# ---- time_set_ctrl ----
### I/O nets highlighted, time_set_ctrl

Scale: 4 px per um.
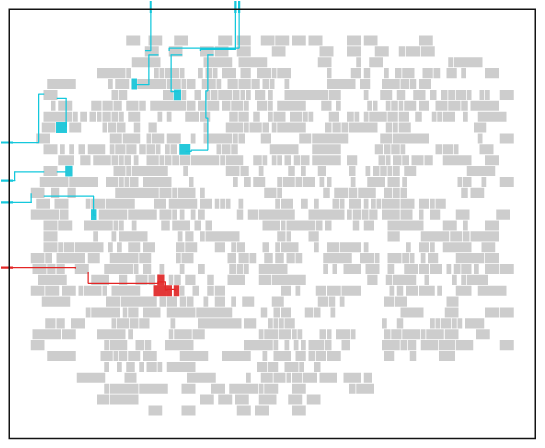

[src/rtl/time_set_ctrl.sv]
// Time/date setting sequencer: owns the shadow time/date registers, edits them from UP/DOWN
// while setting, and commits them with a one-cycle load strobe or drops them after an idle timeout.
//
// state   | meaning
// --------+---------------------------------------------------------------
// ST_RUN  | clock running normally, shadows idle, buttons ignored
// ST_SET  | setting active, UP/DOWN edit the selected shadow field
// ST_LOAD | single-cycle commit of the shadows to the timekeeping core
module time_set_ctrl #(
    parameter int unsigned TIMEOUT_S = 30
) (
    input  logic       clk_i,
    input  logic       reset_i,
    input  logic       tick_1hz_i,
    input  logic       tick_2hz_i,
    input  logic       set_req_i,
    input  logic       up_i,
    input  logic       down_i,
    input  logic [6:0] field_sel_i,
    input  logic [5:0] cur_sec_i,
    input  logic [5:0] cur_min_i,
    input  logic [4:0] cur_hour_i,
    input  logic [4:0] cur_day_i,
    input  logic [3:0] cur_mon_i,
    input  logic [6:0] cur_year_i,
    output logic       set_active_o,
    output logic       load_en_o,
    output logic [5:0] new_sec_o,
    output logic [5:0] new_min_o,
    output logic [4:0] new_hour_o,
    output logic [4:0] new_day_o,
    output logic [3:0] new_mon_o,
    output logic [6:0] new_year_o,
    output logic [6:0] blink_mask_o
);

    typedef enum logic [1:0] {
        ST_RUN  = 2'd0,
        ST_SET  = 2'd1,
        ST_LOAD = 2'd2
    } state_t;

    localparam logic [5:0] TIMEOUT_C = 6'(TIMEOUT_S);

    state_t     state_q, state_d;
    logic [5:0] sec_q, sec_d, min_q, min_d;
    logic [4:0] hour_q, hour_d, day_q, day_d;
    logic [3:0] mon_q, mon_d;
    logic [6:0] year_q, year_d;
    logic [5:0] cnt_q, cnt_d;
    logic       phase_q, phase_d;
    logic [6:0] fsel_q;
    logic       set_active_q, load_en_q;
    logic [6:0] blink_mask_q, blink_mask_d;

    logic       fld_ok, inc, dec, activity;
    logic [4:0] dmax_new;

    function automatic logic [4:0] dmax_f(input logic [3:0] mon, input logic [6:0] yr);
        logic [4:0] d;
        case (mon)
            4'd4, 4'd6, 4'd9, 4'd11: d = 5'd30;
            4'd2:                    d = (yr[1:0] == 2'b00) ? 5'd29 : 5'd28;
            default:                 d = 5'd31;
        endcase
        return d;
    endfunction

    // Wrapping step inside [lo, hi]; out-of-range values fold back to the opposite end.
    function automatic logic [6:0] step_f(input logic [6:0] v, input logic [6:0] lo,
                                          input logic [6:0] hi, input logic up);
        logic [6:0] r;
        if (up) r = (v >= hi) ? lo : v + 7'd1;
        else    r = (v <= lo) ? hi : v - 7'd1;
        return r;
    endfunction

    always_comb begin
        state_d  = state_q;
        sec_d    = sec_q;
        min_d    = min_q;
        hour_d   = hour_q;
        day_d    = day_q;
        mon_d    = mon_q;
        year_d   = year_q;
        cnt_d    = cnt_q;
        dmax_new = 5'd31;
        fld_ok   = !field_sel_i[0] && $onehot(field_sel_i);
        inc      = up_i && !down_i;
        dec      = down_i && !up_i;
        activity = up_i || down_i || (field_sel_i != fsel_q);

        case (state_q)
            ST_RUN: begin
                if (set_req_i) begin
                    state_d = ST_SET;
                    sec_d   = cur_sec_i;
                    min_d   = cur_min_i;
                    hour_d  = cur_hour_i;
                    day_d   = cur_day_i;
                    mon_d   = cur_mon_i;
                    year_d  = cur_year_i;
                    cnt_d   = 6'd0;
                end
            end
            ST_SET: begin
                if (set_req_i) begin
                    state_d = ST_LOAD;
                end else if (cnt_q == TIMEOUT_C) begin
                    state_d = ST_RUN;
                end else begin
                    if (activity)
                        cnt_d = 6'd0;
                    else if (tick_1hz_i && cnt_q != 6'h3f)
                        cnt_d = cnt_q + 6'd1;

                    if (fld_ok && (inc || dec)) begin
                        case (field_sel_i)
                            7'b0000010: sec_d  = 6'(step_f({1'b0, sec_q}, 7'd0, 7'd59, inc));
                            7'b0000100: min_d  = 6'(step_f({1'b0, min_q}, 7'd0, 7'd59, inc));
                            7'b0001000: hour_d = 5'(step_f({2'b0, hour_q}, 7'd0, 7'd23, inc));
                            7'b0010000: day_d  = 5'(step_f({2'b0, day_q}, 7'd1,
                                                           {2'b0, dmax_f(mon_q, year_q)}, inc));
                            7'b0100000: mon_d  = 4'(step_f({3'b0, mon_q}, 7'd1, 7'd12, inc));
                            7'b1000000: year_d = step_f(year_q, 7'd0, 7'd99, inc);
                            default: ;
                        endcase
                        // Changing month or year may shorten the month under the current day.
                        dmax_new = dmax_f(mon_d, year_d);
                        if ((field_sel_i[5] || field_sel_i[6]) && day_d > dmax_new)
                            day_d = dmax_new;
                    end
                end
            end
            ST_LOAD: state_d = ST_RUN;
            default: state_d = ST_RUN;
        endcase

        phase_d      = (state_q == ST_SET && state_d == ST_SET) ? (phase_q ^ tick_2hz_i) : 1'b0;
        blink_mask_d = (state_d == ST_SET && phase_d) ? field_sel_i : 7'd0;
    end

    always_ff @(posedge clk_i) begin
        if (reset_i) begin
            state_q      <= ST_RUN;
            sec_q        <= 6'd0;
            min_q        <= 6'd0;
            hour_q       <= 5'd0;
            day_q        <= 5'd1;
            mon_q        <= 4'd1;
            year_q       <= 7'd0;
            cnt_q        <= 6'd0;
            phase_q      <= 1'b0;
            fsel_q       <= 7'b0000001;
            set_active_q <= 1'b0;
            load_en_q    <= 1'b0;
            blink_mask_q <= 7'd0;
        end else begin
            state_q      <= state_d;
            sec_q        <= sec_d;
            min_q        <= min_d;
            hour_q       <= hour_d;
            day_q        <= day_d;
            mon_q        <= mon_d;
            year_q       <= year_d;
            cnt_q        <= cnt_d;
            phase_q      <= phase_d;
            fsel_q       <= field_sel_i;
            set_active_q <= (state_d == ST_SET);
            load_en_q    <= (state_d == ST_LOAD);
            blink_mask_q <= blink_mask_d;
        end
    end

    assign set_active_o = set_active_q;
    assign load_en_o    = load_en_q;
    assign blink_mask_o = blink_mask_q;
    assign new_sec_o    = sec_q;
    assign new_min_o    = min_q;
    assign new_hour_o   = hour_q;
    assign new_day_o    = day_q;
    assign new_mon_o    = mon_q;
    assign new_year_o   = year_q;

endmodule

[config.mk]
export PLATFORM = sky130hd
export DESIGN_NAME = time_set_ctrl
export DESIGN_NICKNAME = d
export VERILOG_FILES = /design/src/rtl/time_set_ctrl.sv
export SDC_FILE = /design/constraint.sdc
export NUM_CORES = 1
export LEC_CHECK = 0
export ABC_CLOCK_PERIOD_IN_PS = 6900
export CAP_MARGIN = 20
export CORE_ASPECT_RATIO = 0.8
export CORE_MARGIN = 5
export CORE_UTILIZATION = 40
export DETAILED_ROUTE_END_ITERATION = 10
export GPL_TIMING_DRIVEN = 0
export PLACE_DENSITY = 0.67
export SETUP_SLACK_MARGIN = 0.15
export SKIP_LAST_GASP = 1
export SLEW_MARGIN = 25
export SYNTH_ARGS = -nofsm -noshare
export SYNTH_HDL_FRONTEND = slang
export SYNTH_SLANG_ARGS = --single-unit
[constraint.sdc]
create_clock -name clk_i -period 6.9 [get_ports clk_i]
set_clock_uncertainty 0.15 [all_clocks]
set_input_delay 1.38 -clock clk_i [delete_from_list [all_inputs] [get_ports clk_i]]
set_output_delay 1.38 -clock clk_i [all_outputs]
set_load 0.02 [all_outputs]
# ---- cpu_bus_bridge_flat ----
--- src/rtl/cpu_bus_bridge_if.sv ---
// Bus bundle between the CPU side, the bridge and the shared narrow slave port.
// The bridge connects through the slave modport; the CPU/device side uses master.
interface cpu_bus_bridge_if #(
  parameter int MEM_W      = 16,
  parameter int NUM_SLAVES = 4
);
  logic                        req;
  logic [31:0]                 addr;
  logic [1:0]                  size;
  logic                        we;
  logic [31:0]                 wdata;
  logic                        busy;
  logic                        ack;
  logic                        err;
  logic [31:0]                 rdata;
  logic [NUM_SLAVES-1:0]       s_sel;
  logic [31:0]                 s_addr;
  logic                        s_we;
  logic [MEM_W-1:0]            s_wdata;
  logic [NUM_SLAVES*MEM_W-1:0] s_rdata;

  modport slave (
    input  req, addr, size, we, wdata, s_rdata,
    output busy, ack, err, rdata, s_sel, s_addr, s_we, s_wdata
  );

  modport master (
    output req, addr, size, we, wdata, s_rdata,
    input  busy, ack, err, rdata, s_sel, s_addr, s_we, s_wdata
  );
endinterface

--- src/rtl/cpu_bus_bridge.sv ---
// CPU-to-device bridge: decodes one 32-bit access onto NUM_SLAVES windows and
// splits it into MEM_W-bit beats, using read-modify-write for sub-width stores.
module cpu_bus_bridge #(
  parameter int                        MEM_W      = 16,
  parameter int                        NUM_SLAVES = 4,
  parameter int                        RD_LAT     = 1,
  parameter logic [32*NUM_SLAVES-1:0]  BASE       = {32'h81300, 32'h80004, 32'h80000, 32'h0},
  parameter logic [32*NUM_SLAVES-1:0]  SIZE       = {32'h100, 32'h12d0, 32'h4, 32'h80000}
) (
  input  logic             clk,
  input  logic             reset_n,
  cpu_bus_bridge_if.slave  bus
);

  localparam int W  = MEM_W / 8;
  localparam int LW = (MEM_W == 8) ? 0 : (MEM_W == 16) ? 1 : 2;
  localparam logic [NUM_SLAVES-1:0] SEL_ONE = 1;

  typedef enum logic [2:0] {IDLE, RD, RDWAIT, MERGE, WR, DONE} state_t;

  state_t                 state_q, state_d;
  logic                   busy_q, busy_d;
  logic                   ack_q, ack_d;
  logic                   err_q, err_d;
  logic [31:0]            rdata_q, rdata_d;
  logic [NUM_SLAVES-1:0]  s_sel_q, s_sel_d;
  logic [31:0]            s_addr_q, s_addr_d;
  logic                   s_we_q, s_we_d;
  logic [MEM_W-1:0]       s_wdata_q, s_wdata_d;
  logic [2:0]             sel_idx_q, sel_idx_d;
  logic [1:0]             size_q, size_d;
  logic                   we_q, we_d;
  logic                   full_q, full_d;
  logic [1:0]             off_q, off_d;
  logic [31:0]            wdata_q, wdata_d;
  logic [31:0]            rbuf_q, rbuf_d;
  logic [1:0]             beat_q, beat_d;
  logic [1:0]             last_q, last_d;
  logic [1:0]             wait_q, wait_d;

  logic                   hit;
  logic [2:0]             hit_idx;
  logic [31:0]            hit_rel;
  logic                   misaligned;
  logic                   req_full;

  // Descending scan so the lowest-index matching window is the one kept.
  always_comb begin
    hit     = 1'b0;
    hit_idx = 3'd0;
    hit_rel = 32'd0;
    for (int i = NUM_SLAVES - 1; i >= 0; i--) begin
      if (({1'b0, bus.addr} >= {1'b0, BASE[32*i +: 32]}) &&
          ({1'b0, bus.addr} <  ({1'b0, BASE[32*i +: 32]} + {1'b0, SIZE[32*i +: 32]}))) begin
        hit     = 1'b1;
        hit_idx = 3'(i);
        hit_rel = bus.addr - BASE[32*i +: 32];
      end
    end
  end

  assign misaligned = (bus.size == 2'd3) ||
                      ((bus.size == 2'd1) && bus.addr[0]) ||
                      ((bus.size == 2'd2) && (bus.addr[1:0] != 2'd0));
  assign req_full   = (int'(bus.size) >= LW);

  logic [MEM_W-1:0] beat_rd;
  logic [31:0]      wsh;
  logic [3:0]       bmask;
  logic [MEM_W-1:0] merged;
  logic [31:0]      rsh;
  logic [31:0]      rsub;
  logic [31:0]      wnext;

  // Lane steering: merge store bytes into a read beat, or extract load bytes.
  always_comb begin
    beat_rd = bus.s_rdata[int'(sel_idx_q) * MEM_W +: MEM_W];
    wsh     = wdata_q << {off_q, 3'b000};
    bmask   = ((size_q == 2'd0) ? 4'b0001 : 4'b0011) << off_q;
    merged  = beat_rd;
    for (int k = 0; k < W; k++) begin
      if (bmask[k]) merged[8*k +: 8] = wsh[8*k +: 8];
    end
    rsh     = 32'(beat_rd) >> {off_q, 3'b000};
    rsub    = (size_q == 2'd0) ? {24'd0, rsh[7:0]} : {16'd0, rsh[15:0]};
    wnext   = wdata_q >> (int'(beat_q + 2'd1) * MEM_W);
  end

  always_comb begin
    state_d   = state_q;
    busy_d    = busy_q;
    ack_d     = 1'b0;
    err_d     = 1'b0;
    rdata_d   = rdata_q;
    s_sel_d   = '0;
    s_addr_d  = s_addr_q;
    s_we_d    = 1'b0;
    s_wdata_d = '0;
    sel_idx_d = sel_idx_q;
    size_d    = size_q;
    we_d      = we_q;
    full_d    = full_q;
    off_d     = off_q;
    wdata_d   = wdata_q;
    rbuf_d    = rbuf_q;
    beat_d    = beat_q;
    last_d    = last_q;
    wait_d    = wait_q;

    case (state_q)
      IDLE: begin
        if (bus.req) begin
          busy_d    = 1'b1;
          size_d    = bus.size;
          we_d      = bus.we;
          wdata_d   = bus.wdata;
          off_d     = bus.addr[1:0] & 2'(W - 1);
          full_d    = req_full;
          sel_idx_d = hit_idx;
          rbuf_d    = 32'd0;
          beat_d    = 2'd0;
          last_d    = 2'd0;
          if (!hit || misaligned) begin
            state_d = DONE;
            ack_d   = 1'b1;
            err_d   = 1'b1;
          end else begin
            s_addr_d = hit_rel >> LW;
            s_sel_d  = SEL_ONE << hit_idx;
            if (req_full) last_d = 2'((1 << (int'(bus.size) - LW)) - 1);
            if (bus.we && req_full) begin
              state_d   = WR;
              s_we_d    = 1'b1;
              s_wdata_d = bus.wdata[MEM_W-1:0];
            end else begin
              state_d = RD;
            end
          end
        end
      end

      RD: begin
        if (RD_LAT > 1) begin
          state_d = RDWAIT;
          wait_d  = 2'(RD_LAT - 2);
        end else begin
          state_d = MERGE;
        end
      end

      RDWAIT: begin
        if (wait_q == 2'd0) state_d = MERGE;
        else                wait_d  = wait_q - 2'd1;
      end

      // The slave beat is valid in this cycle and captured on its closing edge.
      MERGE: begin
        if (we_q) begin
          state_d   = WR;
          s_sel_d   = SEL_ONE << sel_idx_q;
          s_we_d    = 1'b1;
          s_wdata_d = merged;
        end else begin
          if (full_q) rbuf_d = rbuf_q | (32'(beat_rd) << (int'(beat_q) * MEM_W));
          else        rbuf_d = rsub;
          if (beat_q == last_q) begin
            state_d = DONE;
            ack_d   = 1'b1;
            rdata_d = rbuf_d;
          end else begin
            state_d  = RD;
            beat_d   = beat_q + 2'd1;
            s_addr_d = s_addr_q + 32'd1;
            s_sel_d  = SEL_ONE << sel_idx_q;
          end
        end
      end

      WR: begin
        if (full_q && (beat_q != last_q)) begin
          beat_d    = beat_q + 2'd1;
          s_addr_d  = s_addr_q + 32'd1;
          s_sel_d   = SEL_ONE << sel_idx_q;
          s_we_d    = 1'b1;
          s_wdata_d = wnext[MEM_W-1:0];
        end else begin
          state_d = DONE;
          ack_d   = 1'b1;
        end
      end

      DONE: begin
        state_d = IDLE;
        busy_d  = 1'b0;
      end

      default: begin
        state_d = IDLE;
        busy_d  = 1'b0;
      end
    endcase
  end

  always_ff @(posedge clk or negedge reset_n) begin
    if (!reset_n) begin
      state_q   <= IDLE;
      busy_q    <= 1'b0;
      ack_q     <= 1'b0;
      err_q     <= 1'b0;
      rdata_q   <= 32'd0;
      s_sel_q   <= '0;
      s_addr_q  <= 32'd0;
      s_we_q    <= 1'b0;
      s_wdata_q <= '0;
      sel_idx_q <= 3'd0;
      size_q    <= 2'd0;
      we_q      <= 1'b0;
      full_q    <= 1'b0;
      off_q     <= 2'd0;
      wdata_q   <= 32'd0;
      rbuf_q    <= 32'd0;
      beat_q    <= 2'd0;
      last_q    <= 2'd0;
      wait_q    <= 2'd0;
    end else begin
      state_q   <= state_d;
      busy_q    <= busy_d;
      ack_q     <= ack_d;
      err_q     <= err_d;
      rdata_q   <= rdata_d;
      s_sel_q   <= s_sel_d;
      s_addr_q  <= s_addr_d;
      s_we_q    <= s_we_d;
      s_wdata_q <= s_wdata_d;
      sel_idx_q <= sel_idx_d;
      size_q    <= size_d;
      we_q      <= we_d;
      full_q    <= full_d;
      off_q     <= off_d;
      wdata_q   <= wdata_d;
      rbuf_q    <= rbuf_d;
      beat_q    <= beat_d;
      last_q    <= last_d;
      wait_q    <= wait_d;
    end
  end

  assign bus.busy    = busy_q;
  assign bus.ack     = ack_q;
  assign bus.err     = err_q;
  assign bus.rdata   = rdata_q;
  assign bus.s_sel   = s_sel_q;
  assign bus.s_addr  = s_addr_q;
  assign bus.s_we    = s_we_q;
  assign bus.s_wdata = s_wdata_q;

endmodule
--- src/flat_wrapper.sv ---
// flat-port wrapper written by rule: the top's interface ports become plain ports
module cpu_bus_bridge_flat 
#(
  parameter int                        MEM_W      = 16,
  parameter int                        NUM_SLAVES = 4,
  parameter int                        RD_LAT     = 1,
  parameter logic [32*NUM_SLAVES-1:0]  BASE       = {32'h81300, 32'h80004, 32'h80000, 32'h0},
  parameter logic [32*NUM_SLAVES-1:0]  SIZE       = {32'h100, 32'h12d0, 32'h4, 32'h80000}
)
  (clk, reset_n, bus_req, bus_addr, bus_size, bus_we, bus_wdata, bus_s_rdata, bus_busy, bus_ack, bus_err, bus_rdata, bus_s_sel, bus_s_addr, bus_s_we, bus_s_wdata);
  cpu_bus_bridge_if #(.MEM_W(MEM_W), .NUM_SLAVES(NUM_SLAVES)) bus_i ();
  input  logic clk;
  input  logic reset_n;
  input wire logic [$bits(bus_i.req)-1:0] bus_req;
  input wire logic [$bits(bus_i.addr)-1:0] bus_addr;
  input wire logic [$bits(bus_i.size)-1:0] bus_size;
  input wire logic [$bits(bus_i.we)-1:0] bus_we;
  input wire logic [$bits(bus_i.wdata)-1:0] bus_wdata;
  input wire logic [$bits(bus_i.s_rdata)-1:0] bus_s_rdata;
  output wire logic [$bits(bus_i.busy)-1:0] bus_busy;
  output wire logic [$bits(bus_i.ack)-1:0] bus_ack;
  output wire logic [$bits(bus_i.err)-1:0] bus_err;
  output wire logic [$bits(bus_i.rdata)-1:0] bus_rdata;
  output wire logic [$bits(bus_i.s_sel)-1:0] bus_s_sel;
  output wire logic [$bits(bus_i.s_addr)-1:0] bus_s_addr;
  output wire logic [$bits(bus_i.s_we)-1:0] bus_s_we;
  output wire logic [$bits(bus_i.s_wdata)-1:0] bus_s_wdata;
  assign bus_i.req = bus_req;
  assign bus_i.addr = bus_addr;
  assign bus_i.size = bus_size;
  assign bus_i.we = bus_we;
  assign bus_i.wdata = bus_wdata;
  assign bus_i.s_rdata = bus_s_rdata;
  assign bus_busy = bus_i.busy;
  assign bus_ack = bus_i.ack;
  assign bus_err = bus_i.err;
  assign bus_rdata = bus_i.rdata;
  assign bus_s_sel = bus_i.s_sel;
  assign bus_s_addr = bus_i.s_addr;
  assign bus_s_we = bus_i.s_we;
  assign bus_s_wdata = bus_i.s_wdata;
  cpu_bus_bridge #(.MEM_W(MEM_W), .NUM_SLAVES(NUM_SLAVES), .RD_LAT(RD_LAT), .BASE(BASE), .SIZE(SIZE)) u_core (.clk(clk), .reset_n(reset_n), .bus(bus_i));
endmodule
--- config.mk ---
export PLATFORM = sky130hd
export DESIGN_NAME = cpu_bus_bridge_flat
export DESIGN_NICKNAME = d
export VERILOG_FILES = /design/src/rtl/cpu_bus_bridge_if.sv /design/src/rtl/cpu_bus_bridge.sv /design/src/flat_wrapper.sv
export SDC_FILE = /design/constraint.sdc
export NUM_CORES = 1
export LEC_CHECK = 0
export CORE_ASPECT_RATIO = 1.25
export CORE_MARGIN = 2
export CORE_UTILIZATION = 29
export DETAILED_ROUTE_END_ITERATION = 8
export SYNTH_ARGS = -nofsm -noshare
export SYNTH_HDL_FRONTEND = slang
export SYNTH_SLANG_ARGS = --single-unit
--- constraint.sdc ---
create_clock -name clk -period 4.3 [get_ports clk]
set_input_delay 1.29 -clock clk [delete_from_list [all_inputs] [get_ports clk]]
set_output_delay 1.29 -clock clk [all_outputs]
set_load 0.05 [all_outputs]
# ---- fnd_scan_driver_flat ----
==> src/rtl/fnd_pkg.sv <==
// Shared constants and helpers for the FND scan driver: segment encoding
// table, off/inactive levels per polarity, and width helpers.
package fnd_pkg;

  // Hex nibble -> segment pattern, bit order {g,f,e,d,c,b,a}, 1 = lit.
  localparam logic [6:0] SEG_LUT [16] = '{
    7'h3F, 7'h06, 7'h5B, 7'h4F, 7'h66, 7'h6D, 7'h7D, 7'h27,
    7'h7F, 7'h6F, 7'h77, 7'h7C, 7'h39, 7'h5E, 7'h79, 7'h71
  };

  // Pin level that leaves every segment dark for the given polarity.
  function automatic logic [6:0] seg_off(input bit act_low);
    return act_low ? 7'h7F : 7'h00;
  endfunction

  // Level of one inactive digit-common pin; callers replicate to the
  // digit count.
  function automatic logic com_off(input bit act_low);
    return act_low;
  endfunction

  // Width able to index n items; never below 1 so single-item cases
  // still produce a legal vector.
  function automatic int idx_width(input int n);
    return (n <= 1) ? 1 : $clog2(n);
  endfunction

endpackage

==> src/rtl/fnd_scan_driver_if.sv <==
// Bus between a data source and the FND scan driver, plus the pin side
// and a small debug view of internal state.
//
// Handshake: load is a single-cycle strobe with no ready; the driver
// accepts it on every clock edge where it is high, capturing data_in and
// dp_in in that same edge. Repeated strobes before the frame boundary
// overwrite each other; the last one wins.
interface fnd_scan_driver_if #(
  parameter int NUM_DIGITS = 4
);
  import fnd_pkg::*;

  localparam int IDX_W = idx_width(NUM_DIGITS);

  logic                      load;
  logic [4*NUM_DIGITS-1:0]   data_in;
  logic [NUM_DIGITS-1:0]     dp_in;
  logic                      lz_blank;

  logic [6:0]                seg;
  logic                      dp;
  logic [NUM_DIGITS-1:0]     com;
  logic                      frame_done;

  logic                      dbg_pending;
  logic [IDX_W-1:0]          dbg_index;

  modport master (
    output load, data_in, dp_in, lz_blank,
    input  seg, dp, com, frame_done, dbg_pending, dbg_index
  );

  modport slave (
    input  load, data_in, dp_in, lz_blank,
    output seg, dp, com, frame_done, dbg_pending, dbg_index
  );

endinterface

==> src/rtl/fnd_seg_lut.sv <==
// Combinational hex-to-7-segment encoder with a blanking override.
// Output is active-high; polarity is applied by the caller.
module fnd_seg_lut
  import fnd_pkg::*;
(
  input  logic [3:0] nibble,
  input  logic       blank,
  output logic [6:0] pattern
);

  // Table lookup, forced dark when the digit is blanked.
  always_comb begin
    pattern = SEG_LUT[nibble];
    if (blank) pattern = 7'h00;
  end

endmodule

==> src/rtl/fnd_scan_driver.sv <==
// Time-multiplexed N-digit 7-segment driver. One digit is enabled per
// slot of SCAN_DIV cycles, with the first cycle of every slot left dark
// to avoid ghosting. New data is held in a shadow register and promoted
// to the displayed register only at the end of a frame.
module fnd_scan_driver
  import fnd_pkg::*;
#(
  parameter int NUM_DIGITS  = 4,
  parameter int SCAN_DIV    = 50000,
  parameter bit SEG_ACT_LOW = 1'b1,
  parameter bit COM_ACT_LOW = 1'b1
) (
  input  logic             clk,
  input  logic             rst,
  fnd_scan_driver_if.slave bus
);

  localparam int DW    = 4 * NUM_DIGITS;
  localparam int IDX_W = idx_width(NUM_DIGITS);
  localparam int CNT_W = idx_width(SCAN_DIV);

  localparam logic [CNT_W-1:0] CNT_LAST = CNT_W'(SCAN_DIV - 1);
  localparam logic [IDX_W-1:0] IDX_LAST = IDX_W'(NUM_DIGITS - 1);

  // Scan position
  logic [CNT_W-1:0]      cnt_q, cnt_d;
  logic [IDX_W-1:0]      idx_q, idx_d;
  logic                  slot_end, boundary;

  // Double buffer
  logic [DW-1:0]         shadow_q, shadow_d;
  logic [NUM_DIGITS-1:0] shadow_dp_q, shadow_dp_d;
  logic                  pending_q, pending_d;
  logic [DW-1:0]         active_q, active_d;
  logic [NUM_DIGITS-1:0] active_dp_q, active_dp_d;

  // Registered pins
  logic [6:0]            seg_q, seg_d;
  logic                  dp_q, dp_d;
  logic [NUM_DIGITS-1:0] com_q, com_d;
  logic                  frame_done_q, frame_done_d;

  // Display datapath
  logic [DW-1:0]         shifted;
  logic [3:0]            nibble;
  logic                  blank;
  logic                  dp_lit;
  logic [NUM_DIGITS-1:0] com_on;
  logic [6:0]            pattern;

  // Slot counter and digit index; boundary marks the last cycle of a frame.
  always_comb begin
    slot_end = (cnt_q == CNT_LAST);
    boundary = slot_end && (idx_q == IDX_LAST);
    cnt_d    = slot_end ? '0 : cnt_q + 1'b1;
    idx_d    = idx_q;
    if (slot_end) idx_d = (idx_q == IDX_LAST) ? '0 : idx_q + 1'b1;
  end

  // Shadow capture on load; promotion to active at the frame boundary.
  // A load landing on the boundary itself bypasses the shadow.
  always_comb begin
    shadow_d    = shadow_q;
    shadow_dp_d = shadow_dp_q;
    pending_d   = pending_q;
    active_d    = active_q;
    active_dp_d = active_dp_q;
    if (bus.load) begin
      if (boundary) begin
        active_d    = bus.data_in;
        active_dp_d = bus.dp_in;
        pending_d   = 1'b0;
      end else begin
        shadow_d    = bus.data_in;
        shadow_dp_d = bus.dp_in;
        pending_d   = 1'b1;
      end
    end else if (boundary && pending_q) begin
      active_d    = shadow_q;
      active_dp_d = shadow_dp_q;
      pending_d   = 1'b0;
    end
  end

  // Select the current digit, decide leading-zero blanking, build pin levels.
  // A digit is a leading zero when it and every higher nibble are zero.
  always_comb begin
    shifted      = active_q >> {idx_q, 2'b00};
    nibble       = shifted[3:0];
    blank        = bus.lz_blank && (idx_q != '0) && (shifted == '0);
    dp_lit       = active_dp_q[idx_q] & ~blank;
    com_on       = (cnt_q != '0) ? (NUM_DIGITS'(1) << idx_q) : '0;
    seg_d        = SEG_ACT_LOW ? ~pattern : pattern;
    dp_d         = SEG_ACT_LOW ? ~dp_lit : dp_lit;
    com_d        = COM_ACT_LOW ? ~com_on : com_on;
    frame_done_d = boundary;
  end

  fnd_seg_lut u_lut (
    .nibble  (nibble),
    .blank   (blank),
    .pattern (pattern)
  );

  // State and output registers; reset drives all pins to their dark level.
  always_ff @(posedge clk) begin
    if (rst) begin
      cnt_q        <= '0;
      idx_q        <= '0;
      shadow_q     <= '0;
      shadow_dp_q  <= '0;
      pending_q    <= 1'b0;
      active_q     <= '0;
      active_dp_q  <= '0;
      seg_q        <= seg_off(SEG_ACT_LOW);
      dp_q         <= SEG_ACT_LOW;
      com_q        <= {NUM_DIGITS{com_off(COM_ACT_LOW)}};
      frame_done_q <= 1'b0;
    end else begin
      cnt_q        <= cnt_d;
      idx_q        <= idx_d;
      shadow_q     <= shadow_d;
      shadow_dp_q  <= shadow_dp_d;
      pending_q    <= pending_d;
      active_q     <= active_d;
      active_dp_q  <= active_dp_d;
      seg_q        <= seg_d;
      dp_q         <= dp_d;
      com_q        <= com_d;
      frame_done_q <= frame_done_d;
    end
  end

  assign bus.seg         = seg_q;
  assign bus.dp          = dp_q;
  assign bus.com         = com_q;
  assign bus.frame_done  = frame_done_q;
  assign bus.dbg_pending = pending_q;
  assign bus.dbg_index   = idx_q;

endmodule
==> src/flat_wrapper.sv <==
// flat-port wrapper written by rule: the top's interface ports become plain ports
module fnd_scan_driver_flat import fnd_pkg::*;
#(
  parameter int NUM_DIGITS  = 4,
  parameter int SCAN_DIV    = 50000,
  parameter bit SEG_ACT_LOW = 1'b1,
  parameter bit COM_ACT_LOW = 1'b1
)
  (clk, rst, bus_load, bus_data_in, bus_dp_in, bus_lz_blank, bus_seg, bus_dp, bus_com, bus_frame_done, bus_dbg_pending, bus_dbg_index);
  fnd_scan_driver_if #(.NUM_DIGITS(NUM_DIGITS)) bus_i ();
  input  logic clk;
  input  logic rst;
  input wire logic [$bits(bus_i.load)-1:0] bus_load;
  input wire logic [$bits(bus_i.data_in)-1:0] bus_data_in;
  input wire logic [$bits(bus_i.dp_in)-1:0] bus_dp_in;
  input wire logic [$bits(bus_i.lz_blank)-1:0] bus_lz_blank;
  output wire logic [$bits(bus_i.seg)-1:0] bus_seg;
  output wire logic [$bits(bus_i.dp)-1:0] bus_dp;
  output wire logic [$bits(bus_i.com)-1:0] bus_com;
  output wire logic [$bits(bus_i.frame_done)-1:0] bus_frame_done;
  output wire logic [$bits(bus_i.dbg_pending)-1:0] bus_dbg_pending;
  output wire logic [$bits(bus_i.dbg_index)-1:0] bus_dbg_index;
  assign bus_i.load = bus_load;
  assign bus_i.data_in = bus_data_in;
  assign bus_i.dp_in = bus_dp_in;
  assign bus_i.lz_blank = bus_lz_blank;
  assign bus_seg = bus_i.seg;
  assign bus_dp = bus_i.dp;
  assign bus_com = bus_i.com;
  assign bus_frame_done = bus_i.frame_done;
  assign bus_dbg_pending = bus_i.dbg_pending;
  assign bus_dbg_index = bus_i.dbg_index;
  fnd_scan_driver #(.NUM_DIGITS(NUM_DIGITS), .SCAN_DIV(SCAN_DIV), .SEG_ACT_LOW(SEG_ACT_LOW), .COM_ACT_LOW(COM_ACT_LOW)) u_core (.clk(clk), .rst(rst), .bus(bus_i));
endmodule
==> config.mk <==
export PLATFORM = sky130hd
export DESIGN_NAME = fnd_scan_driver_flat
export DESIGN_NICKNAME = d
export VERILOG_FILES = /design/src/rtl/fnd_pkg.sv /design/src/rtl/fnd_scan_driver_if.sv /design/src/rtl/fnd_seg_lut.sv /design/src/rtl/fnd_scan_driver.sv /design/src/flat_wrapper.sv
export SDC_FILE = /design/constraint.sdc
export NUM_CORES = 1
export LEC_CHECK = 0
export CORE_ASPECT_RATIO = 0.8
export CORE_UTILIZATION = 29
export DETAILED_ROUTE_END_ITERATION = 12
export GPL_TIMING_DRIVEN = 1
export HOLD_SLACK_MARGIN = 0.15
export PLACE_DENSITY = 0.43
export SLEW_MARGIN = 25
export SYNTH_ARGS = -nofsm -noshare
export SYNTH_HDL_FRONTEND = slang
export SYNTH_SLANG_ARGS = --single-unit
export TNS_END_PERCENT = 10
==> constraint.sdc <==
create_clock -name clk -period 2.8 [get_ports clk]
set_clock_uncertainty 0.05 [all_clocks]
set_input_delay 0.42 -clock clk [delete_from_list [all_inputs] [get_ports clk]]
set_output_delay 0.42 -clock clk [all_outputs]
set_load 0.01 [all_outputs]
### Cell classes on the final placement, time_set_ctrl

Scale: 2 px per um.
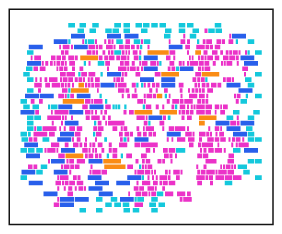
[blue] flops | cells: 58 | share of their area: 20%
[magenta] combinational and other logic | cells: 507 | share of their area: 56%
[cyan] other buffers and delay cells | cells: 132 | share of their area: 18%
[orange] clock drivers and dummy loads | cells: 16 | share of their area: 5.9%

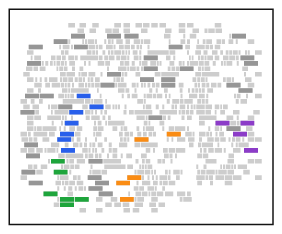
*Register map, names as in the netlist, time_set_ctrl*
Scale: 2 px per um. Other sequential cells in the stronger gray, the rest of the logic in the fainter gray.
[green] `cnt_q` | placed flops: 6 | where: south-west
[blue] `fsel_q` | placed flops: 7 | where: west
[purple] `new_mon_o` | placed flops: 4 | where: east
[orange] `new_day_o` | placed flops: 5 | where: south
not colored: 36

About 'I/O nets highlighted' of time_set_ctrl:
[cyan] `cur_min_i` | direction: input | edge: 3 north, 3 west | end cells: 6 | buffers: 6 | wire: 183 um
[red] `set_req_i` | direction: input | edge: west | end cells: 4 | buffers: 1 | wire: 43.6 um

==> flow_metrics.py, time_set_ctrl <==
# Physical implementation metrics
metrics = {
    "worst_setup_path": {
        "rr_endpoint": "new_day_o[0]$_SDFFE_PP1P_",
        "required_ns": 6.99,
        "crit_arrival_ns": 5.64,
        "cp_num_buf_inv": 4,
    },
    "final_timing": {
        "timing.hold.ws_ns": 0.406,
        "slew_headroom_pct": 43.3,
        "hold_viol": 0,
    },
    "final_layout": {
        "design.seq.count": 58,
        "regArea_um2": 1160,
        "drive_above_1_share_pct": 7.15,
        "layout.cells.most_common": "clkdlybuf4s50_1",
        "area_growth_pct": 29.9,
        "post-route-util_pct": 53.0,
        "largest_cell_class": "combinational gates",
        "antenna_cells": 0,
        "clk_share_pct": 5.74,
    },
    "power_and_ir_drop": {
        "internal_power_mw": 0.890,
        "power-per-cell-area_nw_per_um2": 219,
    },
    "floorplanning": {
        "dieArea_um2": 14000,
        "fp_util_pct": 40.8,
    },
    "clock_tree": {
        "cts_sinks": 58,
    },
    "status": {
        "status": "completed",
    },
    "logic_synthesis": {
        "ys_sh_xor_pct": 4.10,
        "ys_seq_share_pct": 24.7,
    },
    "global_route": {
        "grt-ovfl-total": 0,
        "antenna_found_initial": 0,
    },
    "drt": {
        "drt-vias-per-instance": 5.91,
    },
}
-- time_set_ctrl: state kept, by name, indices dropped and copies added, names as in the netlist --
signal / count
blink_mask_o: 7
fsel_q: 7
new_year_o: 7
cnt_q: 6
new_min_o: 6
new_sec_o: 6
new_day_o: 5
new_hour_o: 5
new_mon_o: 4
state_q: 2
load_en_o: 1
phase_q: 1
set_active_o: 1
-- time_set_ctrl: power by group through the flow --
stage / combinational (mW) / clock (mW) / sequential [mW]
global route: 0.448 / 0.561 / 0.392
CTS: 0.405 / 0.544 / 0.387
global placement: 0.395 / 0 / 0.394
floorplan: 0.243 / 0 / 0.411
detailed placement: 0.403 / 0 / 0.395
finish: 0.410 / 0.538 / 0.388
-- time_set_ctrl: per-layer routing --
| layer | wire (um) | global-route usage [%] |
|---|---|---|
| met3 | 1370 | 5.39 |
| met2 | 6880 | 33.1 |
| met5 | 0 | 0 |
| met4 | 247 | 5.27 |
| met1 | 7170 | 30.2 |
-- time_set_ctrl: tightest hold or removal path, stage by stage, from the launching register on --
cell,delay [ns]
dfxtp_1,0.36
xor2_1,0.08
nor2_1,0.08
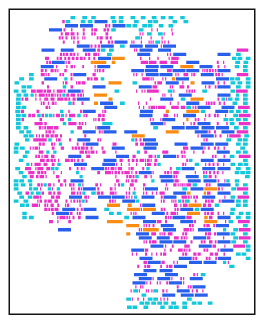
*Cell classes on the final placement, cpu_bus_bridge_flat*
Scale: 1.5 px per um.
[cyan] other buffers and delay cells | cells: 276 | share of their area: 22%
[magenta] combinational and other logic | cells: 791 | share of their area: 39%
[orange] clock drivers and dummy loads | cells: 32 | share of their area: 4.8%
[blue] flops | cells: 168 | share of their area: 35%

==> flow_metrics.py, cpu_bus_bridge_flat <==
# Physical implementation metrics
metrics = {
    "logic_synthesis": {
        "ys_area_um2": 9120,
        "ys_seq_share_pct": 46.1,
        "synth_area_um2": 9120,
    },
    "global_route": {
        "grt-ovfl-total": 0,
        "grt_pass1_vias": 8719,
    },
    "power_and_ir_drop": {
        "ir_worst_vdd_mv": 0.330,
        "powerSeq_mw": 2.60,
        "internal_power_mw": 4.32,
    },
    "worst_setup_path": {
        "crit_chain": "clkdlybuf4s50_1, or4_1, or2_1, or3_1, or3_1, buf_4, o31a_1, o21ai_0, o311ai_1",
        "crit_path_max_incr_delay_ns": 0.57,
        "critPathCapture": "u_core.bus.s_addr[4]$_DFFE_PN0P_",
    },
    "clock_tree": {
        "cts_tree": "yes",
    },
    "drt": {
        "wl_met2_um": 15900,
        "met1_length_um": 12400,
    },
    "final_layout": {
        "num-nonclk-inverters": 14,
        "fin_nets": 1398,
        "fill_cells": 3137,
    },
    "final_timing": {
        "setup_viol": 0,
        "worstMarginPinSlew_ns": 1.01,
    },
    "status": {
        "status": "completed",
    },
}
==> cpu_bus_bridge_flat: state kept, by name, summed over array words and instances (netlist names), 2 cells and up <==
register	count
u_core.beat_q	2
u_core.bus.rdata	32
u_core.bus.s_addr	32
u_core.bus.s_sel	4
u_core.bus.s_wdata	16
u_core.last_q	2
u_core.rbuf_q	32
u_core.sel_idx_q	2
u_core.size_q	2
u_core.state_q	3
u_core.wait_q	2
u_core.wdata_q	32
==> cpu_bus_bridge_flat: per-stage QoR <==
stage	setup slack (ns)	power, mW	instances	util, %	area, um^2
after floorplan	0.635	5.04	1022	-	9120
after global placement	0.101	6.40	1642	38.8	12000
after detailed placement	0.0687	6.45	1642	38.8	12000
after CTS	0.535	8.00	1674	40.7	12600
after global routing	0.302	8.47	1674	40.7	12600
final	0.528	7.93	1675	40.7	12600
==> cpu_bus_bridge_flat: kinds of logic after synthesis <==
logic type | share of synthesized area [%]
adder cells (fa/ha/maj) | 1.37
multiplexers | 6.70
XOR/XNOR | 0.576
AND/OR/NAND/NOR | 20.6
flip-flops | 46.1
AND-OR/OR-AND | 21.3
buffers and inverters | 3.42
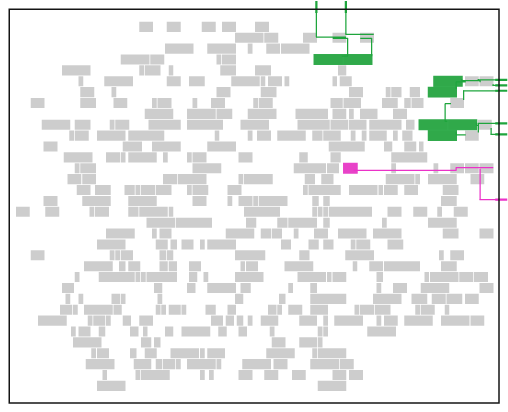
*I/O nets highlighted, fnd_scan_driver_flat*
Scale: 4 px per um.
[magenta] `bus_lz_blank` | direction: input | edge: east | end cells: 1 | buffers: 1 | wire: 47.5 um
[green] `bus_seg` | direction: output | edge: 5 east, 2 north | end cells: 7 | buffers: 7 | wire: 89.7 um

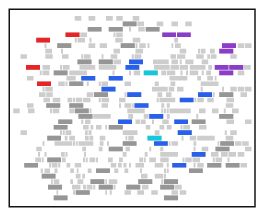
*Register map, names as in the netlist, fnd_scan_driver_flat*
Scale: 2 px per um. Other sequential cells in the stronger gray, the rest of the logic in the fainter gray.
[red] `u_core.shadow_dp_q` | placed flops: 4 | where: north-west
[cyan] `u_core.bus.dbg_index` | placed flops: 2
[purple] `u_core.bus.seg` | placed flops: 7 | where: north-east
[blue] `u_core.active_q` | placed flops: 16 | where: center
not colored: 43

==> flow_metrics.py, fnd_scan_driver_flat <==
# Physical implementation metrics
metrics = {
    "worst_setup_path": {
        "crit_path_start_kind": "flip-flop",
        "critPathCapture": "u_core.bus.seg[2]$_SDFF_PP1_",
        "required_ns": 2.95,
        "cp_num_cells": 8,
    },
    "global_route": {
        "busiest_layer": "met2",
        "use_met1_pct": 18.0,
        "grt_pass1_wl_um": 12100,
    },
    "final_layout": {
        "stdcell_area_um2": 4190,
        "n_all_buffers": 52,
        "clk_share_pct": 6.87,
        "stdcell_count": 522,
        "layout.cells.most_common": "dfxtp_1",
        "seqAreaFraction_pct": 34.4,
        "antenna_cells": 0,
    },
    "flow_run": {
        "warnings": 35,
    },
    "logic_synthesis": {
        "synth_nets": 364,
        "ys.flops": 72,
        "yosys_cells": 328,
    },
    "power_and_ir_drop": {
        "powerSeq_mw": 1.07,
        "powerClk_mw": 1.12,
        "netSwitchingFraction_pct": 21.4,
    },
    "final_timing": {
        "slew_headroom_pct": 55.4,
        "slew_violations": 0,
    },
    "clock_tree": {
        "path_clk_slew_ns": 0.05,
    },
    "min_path": {
        "hold_depth": 2,
        "hold_path_class": "reg -> reg",
    },
    "drt": {
        "drc": 0,
        "wl_met2_um": 3120,
    },
    "status": {
        "status": "completed",
    },
    "floorplanning": {
        "io_pins": 40,
        "row_count": 34,
        "n_tap_cell": 144,
    },
    "place": {
        "gp_congestion": 0.722,
    },
}
[fnd_scan_driver_flat: synthesized netlist by cell type, types with 2 or more instances]
cell type,n,area (um^2)
a21oi_1,2,10.0
xnor2_1,8,70.1
mux2i_1,44,440
nand2b_1,3,18.8
inv_1,9,33.8
nor3_1,2,10.0
nand3_1,9,45.0
mux4_2,6,135
ha_1,12,150
xor2_1,6,52.6
nand4_1,5,31.3
buf_6,4,45.0
o221ai_1,2,17.5
buf_2,2,10.0
buf_4,3,22.5
nor4_4,2,42.5
and2_1,2,12.5
o211ai_1,2,15.0
dfxtp_1,72,1440
nand2_1,15,56.3
mux2_2,21,236
nor4_1,4,25.0
clkbuf_1,7,26.3
nor2_1,67,251
[fnd_scan_driver_flat: cell families (layout without fill, tap and decap cells)]
family | after synthesis | in the layout | synth area share (%)
compound gates | 13 | 13 | 2.99
xor+xnor | 14 | 14 | 3.67
fa+ha+maj | 12 | 12 | 4.49
buf+inv | 26 | 76 | 4.26
flops | 72 | 72 | 43.1
mux | 71 | 71 | 24.3
simple gates | 120 | 120 | 17.2

==> notes/layouts.md <==
Pictures saved along the way, in no particular order.

Placement view.
picture 1
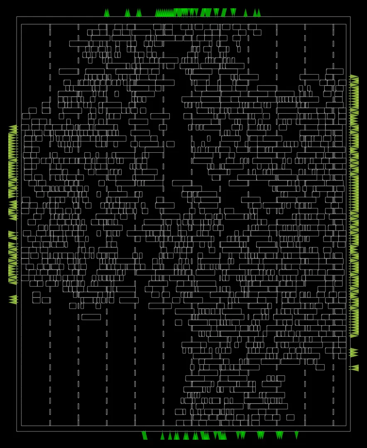
picture 2
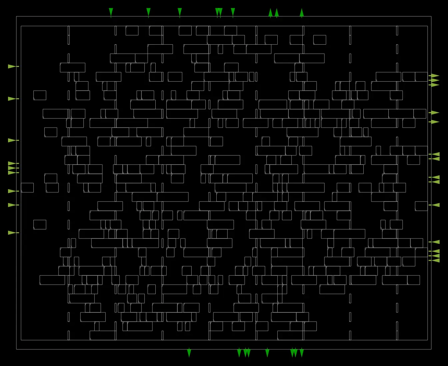
picture 3
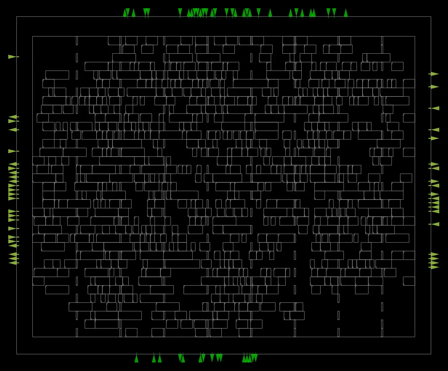
Of these, highest utilization: picture 3
Of these, fewest cells: picture 2
picture 3: time_set_ctrl
picture 1: cpu_bus_bridge_flat
picture 2: fnd_scan_driver_flat



## Gallery

Routed clock nets over the placement.
image #1
Scale: 2 px per um.
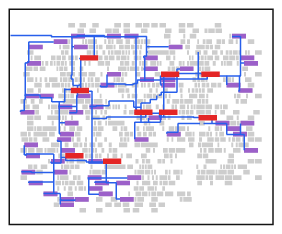
image #2
Scale: 1.5 px per um.
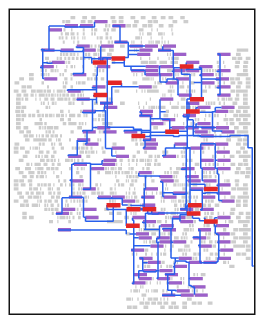
image #3
Scale: 2 px per um.
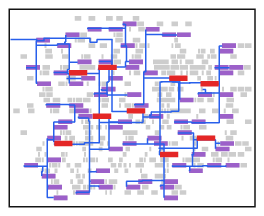
The one with the largest die is image #2.
The one with the smallest die is image #3.
For time_set_ctrl, see image #1.
For cpu_bus_bridge_flat, see image #2.
For fnd_scan_driver_flat, see image #3.

Key to image #2:
[red] clock drivers | count: 17
[purple] flip-flops | count: 168
[blue] clock wires | length: 2320 um
routed clock nets: 18

No activity file was given, so power comes from the tool's default toggle rates.
